=== lb_reg_bank ===
==> lb_reg_bank/class_map.png <==
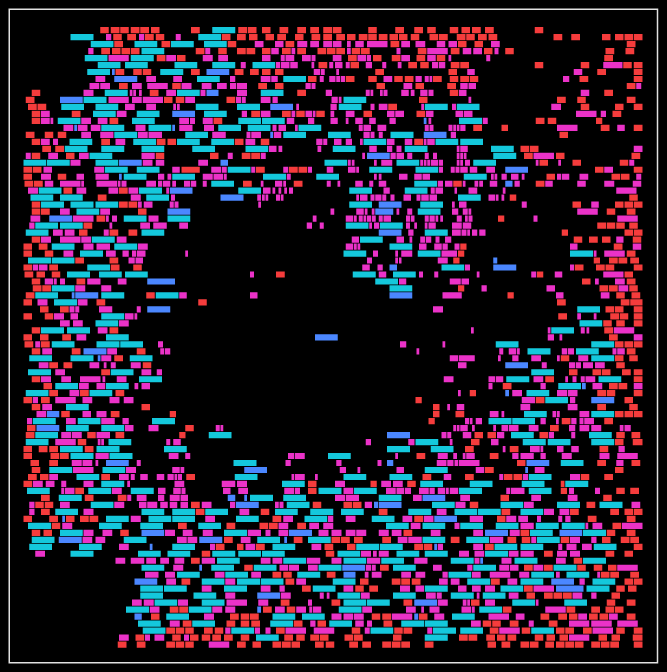

$ cat src/rtl/lb_reg_bank.sv
// ----------------------------------------------------------------------------
// lb_reg_bank
// Local-bus register bank: eight read/write config registers, a write-1
// pulse register, write/read transaction counters, eight read-only status
// words and a constant ID word, all behind one 8-bit base address.
//
// Parameters
//   read_pipe_len  cycles from read strobe to valid lb_rdata (>= 1)
//   base           value matched against lb_addr[23:16]
//   id_word        constant returned at offset 0x1F
//
// Ports
//   clk        single rising-edge clock
//   rst        asynchronous active-high reset
//   lb_addr    24-bit bus address, held stable between strobes
//   lb_strobe  one-cycle transaction marker
//   lb_rd      1 = read, 0 = write (qualified by lb_strobe)
//   lb_wdata   write data, valid with lb_strobe
//   lb_rdata   read data; holds the last read result
//   cfg_regs   eight 32-bit config registers, reg n at [32n+31:32n]
//   pulse_out  one-cycle pulse of the data written to offset 0x08
//   status_in  eight 32-bit read-only status words, same packing
//
// Handshake: there is no back-pressure. A transaction is a single-cycle
// lb_strobe; writes take effect on that edge, and read data appears on
// lb_rdata exactly read_pipe_len cycles after the strobe and is held there.
// ----------------------------------------------------------------------------
module lb_reg_bank #(
    parameter int          read_pipe_len = 1,
    parameter logic [7:0]  base          = 8'h00,
    parameter logic [31:0] id_word       = 32'h0000_0000
) (
    input  logic         clk,
    input  logic         rst,
    input  logic [23:0]  lb_addr,
    input  logic         lb_strobe,
    input  logic         lb_rd,
    input  logic [31:0]  lb_wdata,
    output logic [31:0]  lb_rdata,
    output logic [255:0] cfg_regs,
    output logic [31:0]  pulse_out,
    input  logic [255:0] status_in
);

    logic [31:0] r_cfg [8];
    logic [15:0] r_wr_cnt;
    logic [15:0] r_rd_cnt;
    logic [31:0] r_pulse;
    logic [31:0] r_rdata;

    logic        w_hit;
    logic [4:0]  w_off;
    logic        w_wr;
    logic        w_rd;
    logic [31:0] w_rd_val;
    logic        w_fin_vld;
    logic [31:0] w_fin_data;

    // A hit needs the base byte to match and the unused middle bits to be 0.
    assign w_hit = (lb_addr[23:16] == base) && (lb_addr[15:5] == 11'd0);
    assign w_off = lb_addr[4:0];
    assign w_wr  = lb_strobe & ~lb_rd & w_hit;
    // Misses still count as reads: they must return 0 through the pipeline.
    assign w_rd  = lb_strobe & lb_rd;

    // Read lookup against the state as it stands on the strobe cycle.
    always_comb begin
        w_rd_val = 32'h0;
        if (w_hit) begin
            if (w_off[4:3] == 2'b00) begin
                w_rd_val = r_cfg[w_off[2:0]];
            end else if (w_off == 5'h09) begin
                w_rd_val = {16'h0, r_wr_cnt};
            end else if (w_off == 5'h0A) begin
                w_rd_val = {16'h0, r_rd_cnt};
            end else if (w_off[4:3] == 2'b10) begin
                w_rd_val = status_in[32*w_off[2:0] +: 32];
            end else if (w_off == 5'h1F) begin
                w_rd_val = id_word;
            end
        end
    end

    always_ff @(posedge clk or posedge rst) begin
        if (rst) begin
            for (int i = 0; i < 8; i++) begin
                r_cfg[i] <= 32'h0;
            end
            r_wr_cnt <= 16'h0;
            r_rd_cnt <= 16'h0;
            r_pulse  <= 32'h0;
        end else begin
            if (w_wr && (w_off[4:3] == 2'b00)) begin
                r_cfg[w_off[2:0]] <= lb_wdata;
            end
            // Counter counts every decoded write, wrapping naturally at 16 bits.
            if (w_wr) begin
                r_wr_cnt <= r_wr_cnt + 16'd1;
            end
            // The 0x0A lookup above sees the pre-increment value.
            if (w_rd && w_hit) begin
                r_rd_cnt <= r_rd_cnt + 16'd1;
            end
            r_pulse <= (w_wr && (w_off == 5'h08)) ? lb_wdata : 32'h0;
        end
    end

    // The final holding register (r_rdata) is the last of read_pipe_len
    // stages; any extra stages sit in front of it as a valid-tagged shift.
    generate
        if (read_pipe_len <= 1) begin : g_direct
            assign w_fin_vld  = w_rd;
            assign w_fin_data = w_rd_val;
        end else begin : g_pipe
            localparam int PD = read_pipe_len - 1;
            logic [31:0] r_pd [PD];
            logic        r_pv [PD];

            always_ff @(posedge clk or posedge rst) begin
                if (rst) begin
                    for (int i = 0; i < PD; i++) begin
                        r_pd[i] <= 32'h0;
                        r_pv[i] <= 1'b0;
                    end
                end else begin
                    r_pd[0] <= w_rd_val;
                    r_pv[0] <= w_rd;
                    for (int i = 1; i < PD; i++) begin
                        r_pd[i] <= r_pd[i-1];
                        r_pv[i] <= r_pv[i-1];
                    end
                end
            end

            assign w_fin_vld  = r_pv[PD-1];
            assign w_fin_data = r_pd[PD-1];
        end
    endgenerate

    always_ff @(posedge clk or posedge rst) begin
        if (rst) begin
            r_rdata <= 32'h0;
        end else if (w_fin_vld) begin
            r_rdata <= w_fin_data;
        end
    end

    assign lb_rdata  = r_rdata;
    assign pulse_out = r_pulse;

    generate
        for (genvar g = 0; g < 8; g++) begin : g_cfg_pack
            assign cfg_regs[32*g +: 32] = r_cfg[g];
        end
    endgenerate

endmodule
$ cat config.mk
export PLATFORM = sky130hd
export DESIGN_NAME = lb_reg_bank
export DESIGN_NICKNAME = d
export VERILOG_FILES = /design/src/rtl/lb_reg_bank.sv
export SDC_FILE = /design/constraint.sdc
export NUM_CORES = 1
export LEC_CHECK = 0
export CORE_AREA = 5 5 247 249
export DETAILED_ROUTE_END_ITERATION = 10
export DIE_AREA = 0 0 252 254
export GPL_TIMING_DRIVEN = 1
export PLACE_DENSITY = 0.67
export SLEW_MARGIN = 10
export SYNTH_ARGS = -nofsm -noshare
export SYNTH_HDL_FRONTEND = slang
export SYNTH_SLANG_ARGS = --single-unit
$ cat constraint.sdc
create_clock -name clk -period 29.9 [get_ports clk]
set_input_delay 5.98 -clock clk [delete_from_list [all_inputs] [get_ports clk]]
set_output_delay 5.98 -clock clk [all_outputs]
set_load 0.1 [all_outputs]
=== bcd_time_sequencer ===
## src/rtl/bcd_time_sequencer.sv

```systemverilog
// Six-field packed BCD timestamp to binary, one field per cycle through a single
// shared two-digit converter; results publish atomically only when all fields pass.
module bcd2_conv (
  input  logic [7:0] bcd,
  output logic [6:0] bin,
  output logic       digits_ok
);
  logic [3:0] tens, units;

  assign tens      = bcd[7:4];
  assign units     = bcd[3:0];
  // tens*10 = tens*8 + tens*2; wraps only for non-decimal digits, which fail anyway
  assign bin       = {tens, 3'b000} + {2'b00, tens, 1'b0} + {3'b000, units};
  assign digits_ok = (tens <= 4'd9) && (units <= 4'd9);
endmodule

module bcd_time_sequencer (
  input  logic        clk,
  input  logic        rst_n,
  input  logic        start,
  input  logic [47:0] bcd_in,
  output logic        busy,
  output logic        done,
  output logic        err,
  output logic [2:0]  err_field,
  output logic [5:0]  sec_bin,
  output logic [5:0]  min_bin,
  output logic [4:0]  hour_bin,
  output logic [4:0]  day_bin,
  output logic [3:0]  month_bin,
  output logic [6:0]  year_bin
);
  typedef enum logic [1:0] {IDLE, CONV, DONE} state_t;

  state_t           state;
  logic [47:0]      shadow;
  logic [2:0]       idx;
  logic [5:0][6:0]  staging;

  logic [7:0]       cur_byte;
  logic [6:0]       cur_bin, lo, hi;
  logic             cur_digits_ok, field_ok;

  // field select and its legal range; the converter only ever sees the shadow copy
  always_comb begin
    cur_byte = 8'h00;
    lo       = 7'd0;
    hi       = 7'd0;
    case (idx)
      3'd0: begin cur_byte = shadow[7:0];   lo = 7'd0; hi = 7'd59; end
      3'd1: begin cur_byte = shadow[15:8];  lo = 7'd0; hi = 7'd59; end
      3'd2: begin cur_byte = shadow[23:16]; lo = 7'd0; hi = 7'd23; end
      3'd3: begin cur_byte = shadow[31:24]; lo = 7'd1; hi = 7'd31; end
      3'd4: begin cur_byte = shadow[39:32]; lo = 7'd1; hi = 7'd12; end
      3'd5: begin cur_byte = shadow[47:40]; lo = 7'd0; hi = 7'd99; end
      default: ;
    endcase
  end

  bcd2_conv u_conv (
    .bcd       (cur_byte),
    .bin       (cur_bin),
    .digits_ok (cur_digits_ok)
  );

  assign field_ok = cur_digits_ok && (cur_bin >= lo) && (cur_bin <= hi);

  always_ff @(posedge clk) begin
    if (!rst_n) begin
      state     <= IDLE;
      shadow    <= '0;
      idx       <= '0;
      staging   <= '0;
      busy      <= 1'b0;
      done      <= 1'b0;
      err       <= 1'b0;
      err_field <= 3'd7;
      sec_bin   <= '0;
      min_bin   <= '0;
      hour_bin  <= '0;
      day_bin   <= '0;
      month_bin <= '0;
      year_bin  <= '0;
    end else begin
      done <= 1'b0;
      case (state)
        IDLE: if (start) begin
          shadow    <= bcd_in;
          idx       <= 3'd0;
          err       <= 1'b0;
          err_field <= 3'd7;
          busy      <= 1'b1;
          state     <= CONV;
        end
        CONV: if (!field_ok) begin
          err       <= 1'b1;
          err_field <= idx;
          done      <= 1'b1;
          state     <= DONE;
        end else begin
          for (int i = 0; i < 6; i++)
            if (idx == 3'(i)) staging[i] <= cur_bin;
          if (idx == 3'd5) begin
            // year comes straight from the converter: staging[5] lands on this same edge
            sec_bin   <= staging[0][5:0];
            min_bin   <= staging[1][5:0];
            hour_bin  <= staging[2][4:0];
            day_bin   <= staging[3][4:0];
            month_bin <= staging[4][3:0];
            year_bin  <= cur_bin;
            done      <= 1'b1;
            state     <= DONE;
          end else begin
            idx <= idx + 3'd1;
          end
        end
        DONE: begin
          busy  <= 1'b0;
          state <= IDLE;
        end
        default: state <= IDLE;
      endcase
    end
  end
endmodule

```

## config.mk

```make
export PLATFORM = sky130hd
export DESIGN_NAME = bcd_time_sequencer
export DESIGN_NICKNAME = d
export VERILOG_FILES = /design/src/rtl/bcd_time_sequencer.sv
export SDC_FILE = /design/constraint.sdc
export NUM_CORES = 1
export LEC_CHECK = 0
export CAP_MARGIN = 20
export CORE_UTILIZATION = 25
export DETAILED_ROUTE_END_ITERATION = 8
export GPL_TIMING_DRIVEN = 0
export SLEW_MARGIN = 20
export SYNTH_ARGS = -nofsm -noshare
export SYNTH_HDL_FRONTEND = slang
export SYNTH_SLANG_ARGS = --single-unit
```

## constraint.sdc

```tcl
create_clock -name clk -period 4.7 [get_ports clk]
set_input_delay 1.41 -clock clk [delete_from_list [all_inputs] [get_ports clk]]
set_output_delay 1.41 -clock clk [all_outputs]
set_load 0.05 [all_outputs]
```

=== wb_queue ===
$ cat config.mk
export PLATFORM = sky130hd
export DESIGN_NAME = wb_queue
export DESIGN_NICKNAME = d
export VERILOG_FILES = /design/src/rtl/cpu_pkg.sv /design/src/rtl/wb_fwd_match.sv /design/src/rtl/wb_queue.sv
export SDC_FILE = /design/constraint.sdc
export NUM_CORES = 1
export LEC_CHECK = 0
export CELL_PAD_IN_SITES_DETAIL_PLACEMENT = 0
export CELL_PAD_IN_SITES_GLOBAL_PLACEMENT = 1
export CORE_MARGIN = 3
export CORE_UTILIZATION = 45
export CTS_CLUSTER_SIZE = 8
export DETAILED_ROUTE_END_ITERATION = 8
export DONT_BUFFER_PORTS = 1
export PLACE_DENSITY_LB_ADDON = 0.1
export SYNTH_ARGS = -nofsm -noshare
export SYNTH_HDL_FRONTEND = slang
export SYNTH_SLANG_ARGS = --single-unit
$ cat constraint.sdc
create_clock -name clk -period 3.1 [get_ports clk]
set_input_delay 0.62 -clock clk [delete_from_list [all_inputs] [get_ports clk]]
set_output_delay 0.62 -clock clk [all_outputs]
set_load 0.02 [all_outputs]
$ cat src/rtl/cpu_pkg.sv
// rtl/cpu_pkg.sv - shared widths and writeback entry type for the register-file write side
package cpu_pkg;
    localparam int XLEN       = 32;
    localparam int REG_ADDR_W = 5;

    typedef struct packed {
        logic [REG_ADDR_W-1:0] rd;
        logic [XLEN-1:0]       data;
    } wb_entry_t;
endpackage

$ cat src/rtl/wb_fwd_match.sv
// rtl/wb_fwd_match.sv - youngest-match search over pending writeback entries
// Entries are ordered oldest (index 0) to youngest (index N-1); the last hit wins.
module wb_fwd_match
    import cpu_pkg::*;
#(
    parameter int N = 5,
    parameter int W = 32
) (
    input  logic [REG_ADDR_W-1:0]        addr_i,
    input  logic [N-1:0]                 valid_i,
    input  logic [N-1:0][REG_ADDR_W-1:0] rd_i,
    input  logic [N-1:0][W-1:0]          data_i,
    output logic                         hit_o,
    output logic [W-1:0]                 data_o
);

    always_comb begin
        hit_o  = 1'b0;
        data_o = '0;
        for (int i = 0; i < N; i++) begin
            if ((addr_i != '0) && valid_i[i] && (rd_i[i] == addr_i)) begin
                hit_o  = 1'b1;
                data_o = data_i[i];
            end
        end
    end

endmodule

$ cat src/rtl/wb_queue.sv
// rtl/wb_queue.sv - writeback FIFO driving the register-file write port with read-side forwarding
module wb_queue
    import cpu_pkg::*;
#(
    parameter int DEPTH = 4,
    parameter int XLEN  = cpu_pkg::XLEN
) (
    input  logic                  clk,
    input  logic                  rst_n,
    input  logic                  in_valid,
    output logic                  in_ready,
    input  logic [REG_ADDR_W-1:0] in_rd,
    input  logic [XLEN-1:0]       in_data,
    input  logic                  wb_stall,
    output logic                  WB,
    output logic [REG_ADDR_W-1:0] rd_address,
    output logic [XLEN-1:0]       write_data,
    input  logic [REG_ADDR_W-1:0] rs1_address,
    input  logic [REG_ADDR_W-1:0] rs2_address,
    output logic                  rs1_fwd_valid,
    output logic [XLEN-1:0]       rs1_fwd_data,
    output logic                  rs2_fwd_valid,
    output logic [XLEN-1:0]       rs2_fwd_data,
    output logic                  empty
);

    localparam int PTR_W = $clog2(DEPTH);
    localparam int CNT_W = $clog2(DEPTH + 1);
    localparam int NSRC  = DEPTH + 1;

    logic [CNT_W-1:0]      count_q, count_d;
    logic [PTR_W-1:0]      wr_ptr_q, wr_ptr_d;
    logic [PTR_W-1:0]      rd_ptr_q, rd_ptr_d;
    logic                  wb_q, wb_d;
    logic [REG_ADDR_W-1:0] rd_address_q, rd_address_d;
    logic [XLEN-1:0]       write_data_q, write_data_d;
    wb_entry_t             mem_q [DEPTH];

    logic push, pop;

    assign in_ready = (count_q < CNT_W'(DEPTH));
    // Writes to x0 complete the handshake but are never stored.
    assign push     = in_valid && in_ready && (in_rd != '0);
    assign pop      = (count_q != '0) && !wb_stall;

    always_comb begin
        count_d      = count_q;
        wr_ptr_d     = wr_ptr_q;
        rd_ptr_d     = rd_ptr_q;
        wb_d         = 1'b0;
        rd_address_d = rd_address_q;
        write_data_d = write_data_q;
        if (pop) begin
            wb_d         = 1'b1;
            rd_address_d = mem_q[rd_ptr_q].rd;
            write_data_d = mem_q[rd_ptr_q].data;
            rd_ptr_d     = rd_ptr_q + PTR_W'(1);
        end
        if (push) begin
            wr_ptr_d = wr_ptr_q + PTR_W'(1);
        end
        case ({push, pop})
            2'b10:   count_d = count_q + CNT_W'(1);
            2'b01:   count_d = count_q - CNT_W'(1);
            default: count_d = count_q;
        endcase
    end

    always_ff @(posedge clk or negedge rst_n) begin
        if (!rst_n) begin
            count_q      <= '0;
            wr_ptr_q     <= '0;
            rd_ptr_q     <= '0;
            wb_q         <= 1'b0;
            rd_address_q <= '0;
            write_data_q <= '0;
        end else begin
            count_q      <= count_d;
            wr_ptr_q     <= wr_ptr_d;
            rd_ptr_q     <= rd_ptr_d;
            wb_q         <= wb_d;
            rd_address_q <= rd_address_d;
            write_data_q <= write_data_d;
        end
    end

    // Storage needs no reset: count_q alone decides which slots are live.
    always_ff @(posedge clk) begin
        if (push) begin
            mem_q[wr_ptr_q] <= '{rd: in_rd, data: in_data};
        end
    end

    assign WB         = wb_q;
    assign rd_address = rd_address_q;
    assign write_data = write_data_q;
    assign empty      = (count_q == '0) && !wb_q;

    // Source 0 is the in-flight write; sources 1..DEPTH are FIFO slots oldest to youngest.
    logic [NSRC-1:0]                 src_valid;
    logic [NSRC-1:0][REG_ADDR_W-1:0] src_rd;
    logic [NSRC-1:0][XLEN-1:0]       src_data;
    logic [PTR_W-1:0]                idx;

    always_comb begin
        idx          = '0;
        src_valid[0] = wb_q;
        src_rd[0]    = rd_address_q;
        src_data[0]  = write_data_q;
        for (int k = 0; k < DEPTH; k++) begin
            idx              = rd_ptr_q + PTR_W'(k);
            src_valid[k + 1] = (CNT_W'(k) < count_q);
            src_rd[k + 1]    = mem_q[idx].rd;
            src_data[k + 1]  = mem_q[idx].data;
        end
    end

    wb_fwd_match #(.N(NSRC), .W(XLEN)) u_fwd_rs1 (
        .addr_i  (rs1_address),
        .valid_i (src_valid),
        .rd_i    (src_rd),
        .data_i  (src_data),
        .hit_o   (rs1_fwd_valid),
        .data_o  (rs1_fwd_data)
    );

    wb_fwd_match #(.N(NSRC), .W(XLEN)) u_fwd_rs2 (
        .addr_i  (rs2_address),
        .valid_i (src_valid),
        .rd_i    (src_rd),
        .data_i  (src_data),
        .hit_o   (rs2_fwd_valid),
        .data_o  (rs2_fwd_data)
    );

endmodule

==> wb_queue/class_map.png <==
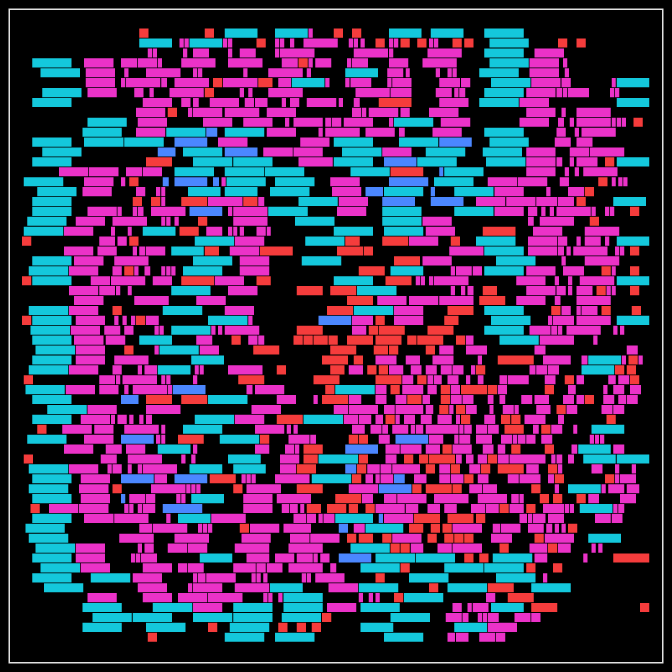
Key: cyan = registers [cells 193]; blue = clock drivers and dummy loads [cells 32]; magenta = remaining logic cells [cells 739]; red = remaining buffers and delay cells [cells 217]

==> flow_metrics.py, wb_queue <==
# Auto-generated metrics
metrics = {
    "run_status": {
        "outcome": "finished with violations",
        "violations": "setup timing",
    },
    "floorplan": {
        "fp.coreArea_sq_um": 29100,
        "io-pin-count": 157,
    },
    "final_timing": {
        "finalSetupViolations": 66,
        "timing.hold.ws_ps": 40.9,
        "grt_setup_unrepaired": "true",
        "fin_ws_ps": -884,
    },
    "critical_path": {
        "cp_data_required_time_ps": 2480,
        "arrival_ps": 3360,
    },
    "yosys": {
        "synth.distinct_cells": 55,
        "avgSynthCellArea_sq_um": 12.6,
    },
    "drt": {
        "wl_met2_um": 21100,
    },
    "finish": {
        "final_cells": 1565,
    },
    "grt": {
        "antenna_found_initial": 0,
        "grt_use_met3_pct": 6.99,
        "grtUsageMet2_pct": 43.4,
    },
    "cts": {
        "max-clock-path-buffers": 2,
        "cts_tree": "done",
    },
}
[wb_queue: layout make-up]
class	instances	area (sq um)	share of cell area, %
Clock inverter	8	104	0.582
Multi-Input combinational cell	730	8780	49.2
Sequential cell	193	5580	31.3
Clock buffer	24	482	2.70
Inverter	9	33.8	0.189
Timing Repair Buffer	217	2380	13.3
Tap cell	384	480	2.69
[wb_queue: state kept, by name (all words and copies together) (netlist names)]
signal,flops
rd_address,5
rd_ptr_q,2
write_data,32
count_q,3
wr_ptr_q,2
mem_q,148
WB,1
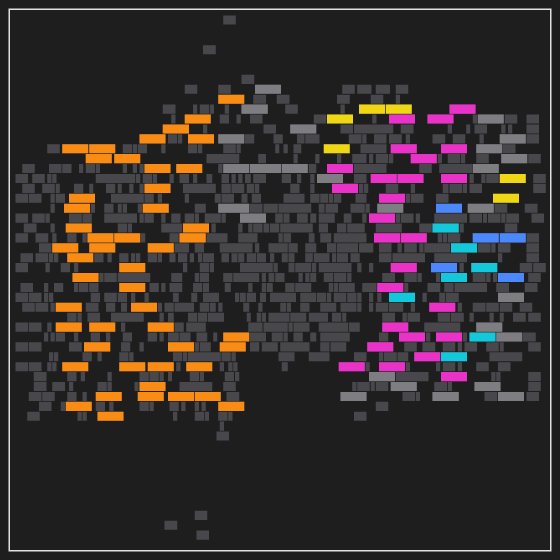
(bcd_time_sequencer/ff_map.png)
Key: blue = hour_bin [flops 5, where right middle]; orange = shadow [flops 48]; yellow = sec_bin [flops 6]; cyan = year_bin [flops 7, where right middle]; magenta = staging [flops 26]
Another 26 sequential cells are not coloured.
final core occ: 36.2%
sequential cell area: 2370 sq um

==> flow_metrics.py, bcd_time_sequencer <==
# Auto-generated metrics
metrics = {
    "yosys": {
        "xor_share_pct": 0.912,
        "simple_gate_share_pct": 16.8,
        "ff_type": "dfxtp_1",
        "syn_inst": 590,
        "avgSynthCellArea_sq_um": 9.06,
        "topCombFamilyByArea": "simple AND/OR/NAND/NOR gates",
    },
    "floorplan": {
        "dieWidth_um": 148,
        "rows": 53,
        "die_h_um": 148,
    },
    "placement": {
        "dp_slack_ps": -663,
        "place_area_sq_um": 6580,
        "detailed_place_hpwl_um": 10700,
        "gp_congestion": 0.815,
        "portBuffers": 88,
    },
    "cts": {
        "cts_tree": "done",
        "root_buffer": "clkbuf_16",
        "max-clock-path-buffers": 2,
    },
    "final_timing": {
        "period_needed_ps": 4680,
        "grt_setup_unrepaired": "true",
    },
    "power": {
        "power.group.top": "the clock network",
        "pg_comb_mw": 0.325,
        "power_density_nw_per_um2": 349,
    },
    "critical_path": {
        "worstRegToRegCells": 20,
        "rr_endpoint": "day_bin[3]",
    },
    "finish": {
        "clkCellAreaFrac_pct": 7.61,
        "final_cell_mix": "nand2_1, dfxtp_1, clkdlybuf4s50_1",
        "n_fill_cell": 2125,
        "final_common_cell": "nand2_1",
    },
    "drt": {
        "wl_met2_um": 6970,
        "drc": 0,
        "viasPerCell": 4.46,
        "wirelength_um": 15100,
    },
    "run_status": {
        "outcome": "complete, no violations",
    },
    "grt": {
        "met1_usage_pct": 18.6,
        "overflow": 0,
    },
    "run": {
        "cap_violations": 0,
    },
}
==> bcd_time_sequencer: critical path: cells and delay by family, from the launching register on <==
| kind | cells | cell delay [ps] |
|---|---|---|
| xor+xnor | 1 | 210 |
| simple gates | 1 | 220 |
| mux | 1 | 170 |
| compound gates | 5 | 910 |
| fa+ha+maj | 7 | 2020 |
| flops | 1 | 360 |
| buf+inv | 5 | 720 |
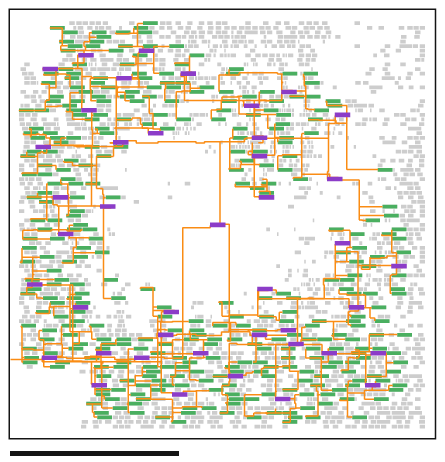
(lb_reg_bank/clock_wires.png)
Scale bar: 100 um.
Key: purple = clock-net drivers [count 42]; orange = clock wires [length 5280 um]; green = flip-flops [count 352]
Position of the flops: all over the die.
Clk pwr share: 45.7%
clock skew: 23.5 ps

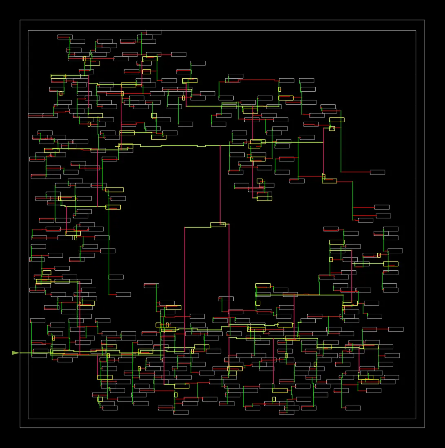
(lb_reg_bank/clock_nets.png)
total CTS buffers: 42
clkbuf count: 62
Clk power: 0.510 mW
clk latency late pin: 570 ps
Sink Count: 352

Notes on lb_reg_bank/class_map.png above:
Key: cyan = registers [cells 352]; blue = clock drivers and dummy loads [cells 77]; red = remaining buffers and delay cells [cells 657]; magenta = remaining logic cells [cells 989]
row count: 89
fraction of area in registers: 33.3%
final core occ: 45.2%

==> flow_metrics.py, lb_reg_bank <==
# Auto-generated metrics
metrics = {
    "run_status": {
        "outcome": "complete, no violations",
    },
    "finish": {
        "n_antenna_cell": 10,
        "largest_class": "flip-flops and latches",
        "clkCellAreaFrac_pct": 5.07,
        "area_growth_pct": 46.1,
        "comb.multi_input.count": 977,
        "drive_above_1_share_pct": 18.7,
        "inv_count": 12,
        "regArea_sq_um": 8810,
    },
    "cts": {
        "postCtsSetupRepairBufs": 0,
        "cts_tree": "done",
        "max-clock-path-buffers": 3,
    },
    "floorplan": {
        "dieWidth_um": 252,
        "taps": 773,
    },
    "yosys": {
        "mux_area_share_pct": 28.5,
        "ff_type": "dfrtp_1",
        "edf_count": 0,
        "simple_gate_share_pct": 7.57,
        "synth_area_sq_um": 18100,
        "xor_share_pct": 1.45,
        "ys_chip_area_sq_um": 18100,
        "avgSynthCellArea_sq_um": 12.5,
        "synth_dominant_cell_count": "dfrtp_1",
        "area_leaders": "dfrtp_1, mux2_2, mux4_2",
    },
    "placement": {
        "dp_slack_ps": 20180,
        "dpl.cell_count": 2771,
        "gp_congestion": 0.887,
    },
    "final_timing": {
        "fin_ws_ps": 20730,
        "relSlewSlack_pct": 20.4,
        "worst_pin_slew_ps": 1190,
        "setup_tns_ps": 0,
    },
    "critical_path": {
        "crit_path_end_kind": "register",
        "crit_end": "cfg_regs[140]",
        "reg2reg_from": "cfg_regs[230]",
        "cp_data_required_time_ps": 30330,
    },
    "drt": {
        "first_pass_iters": 7,
        "drtIter0Drc": 1268,
    },
    "power": {
        "swShare_pct": 25.7,
        "switchingPower_mw": 0.286,
        "power.internal_mw": 0.829,
    },
    "min_path": {
        "hp-class": "register to register",
    },
    "grt": {
        "overflow": 0,
        "antenna_found_initial": 12,
    },
}
==> lb_reg_bank: routing by layer <==
metal	up-vias	wire, um	track usage [%]
li1	6650	-	-
met2	753	42200	43.1
met3	122	8110	8.85
met1	8075	35200	32.5
met4	6	2160	7.30
met5	-	43	0
==> lb_reg_bank: worst max-delay path: stages <==
cell and delay, ps:
clkdlybuf4s50_1 530, nor4b_1 290, and4_2 540, and2_1 620
nand4_4 930, mux2_1 670
==> lb_reg_bank: sequential cells by signal, indices dropped and copies added, names as in the netlist <==
register   count
pulse_out     32
cfg_regs     256
lb_rdata      32
r_rd_cnt      16
r_wr_cnt      16

Power figures rest on the tool's default switching activity, not on a simulated workload.
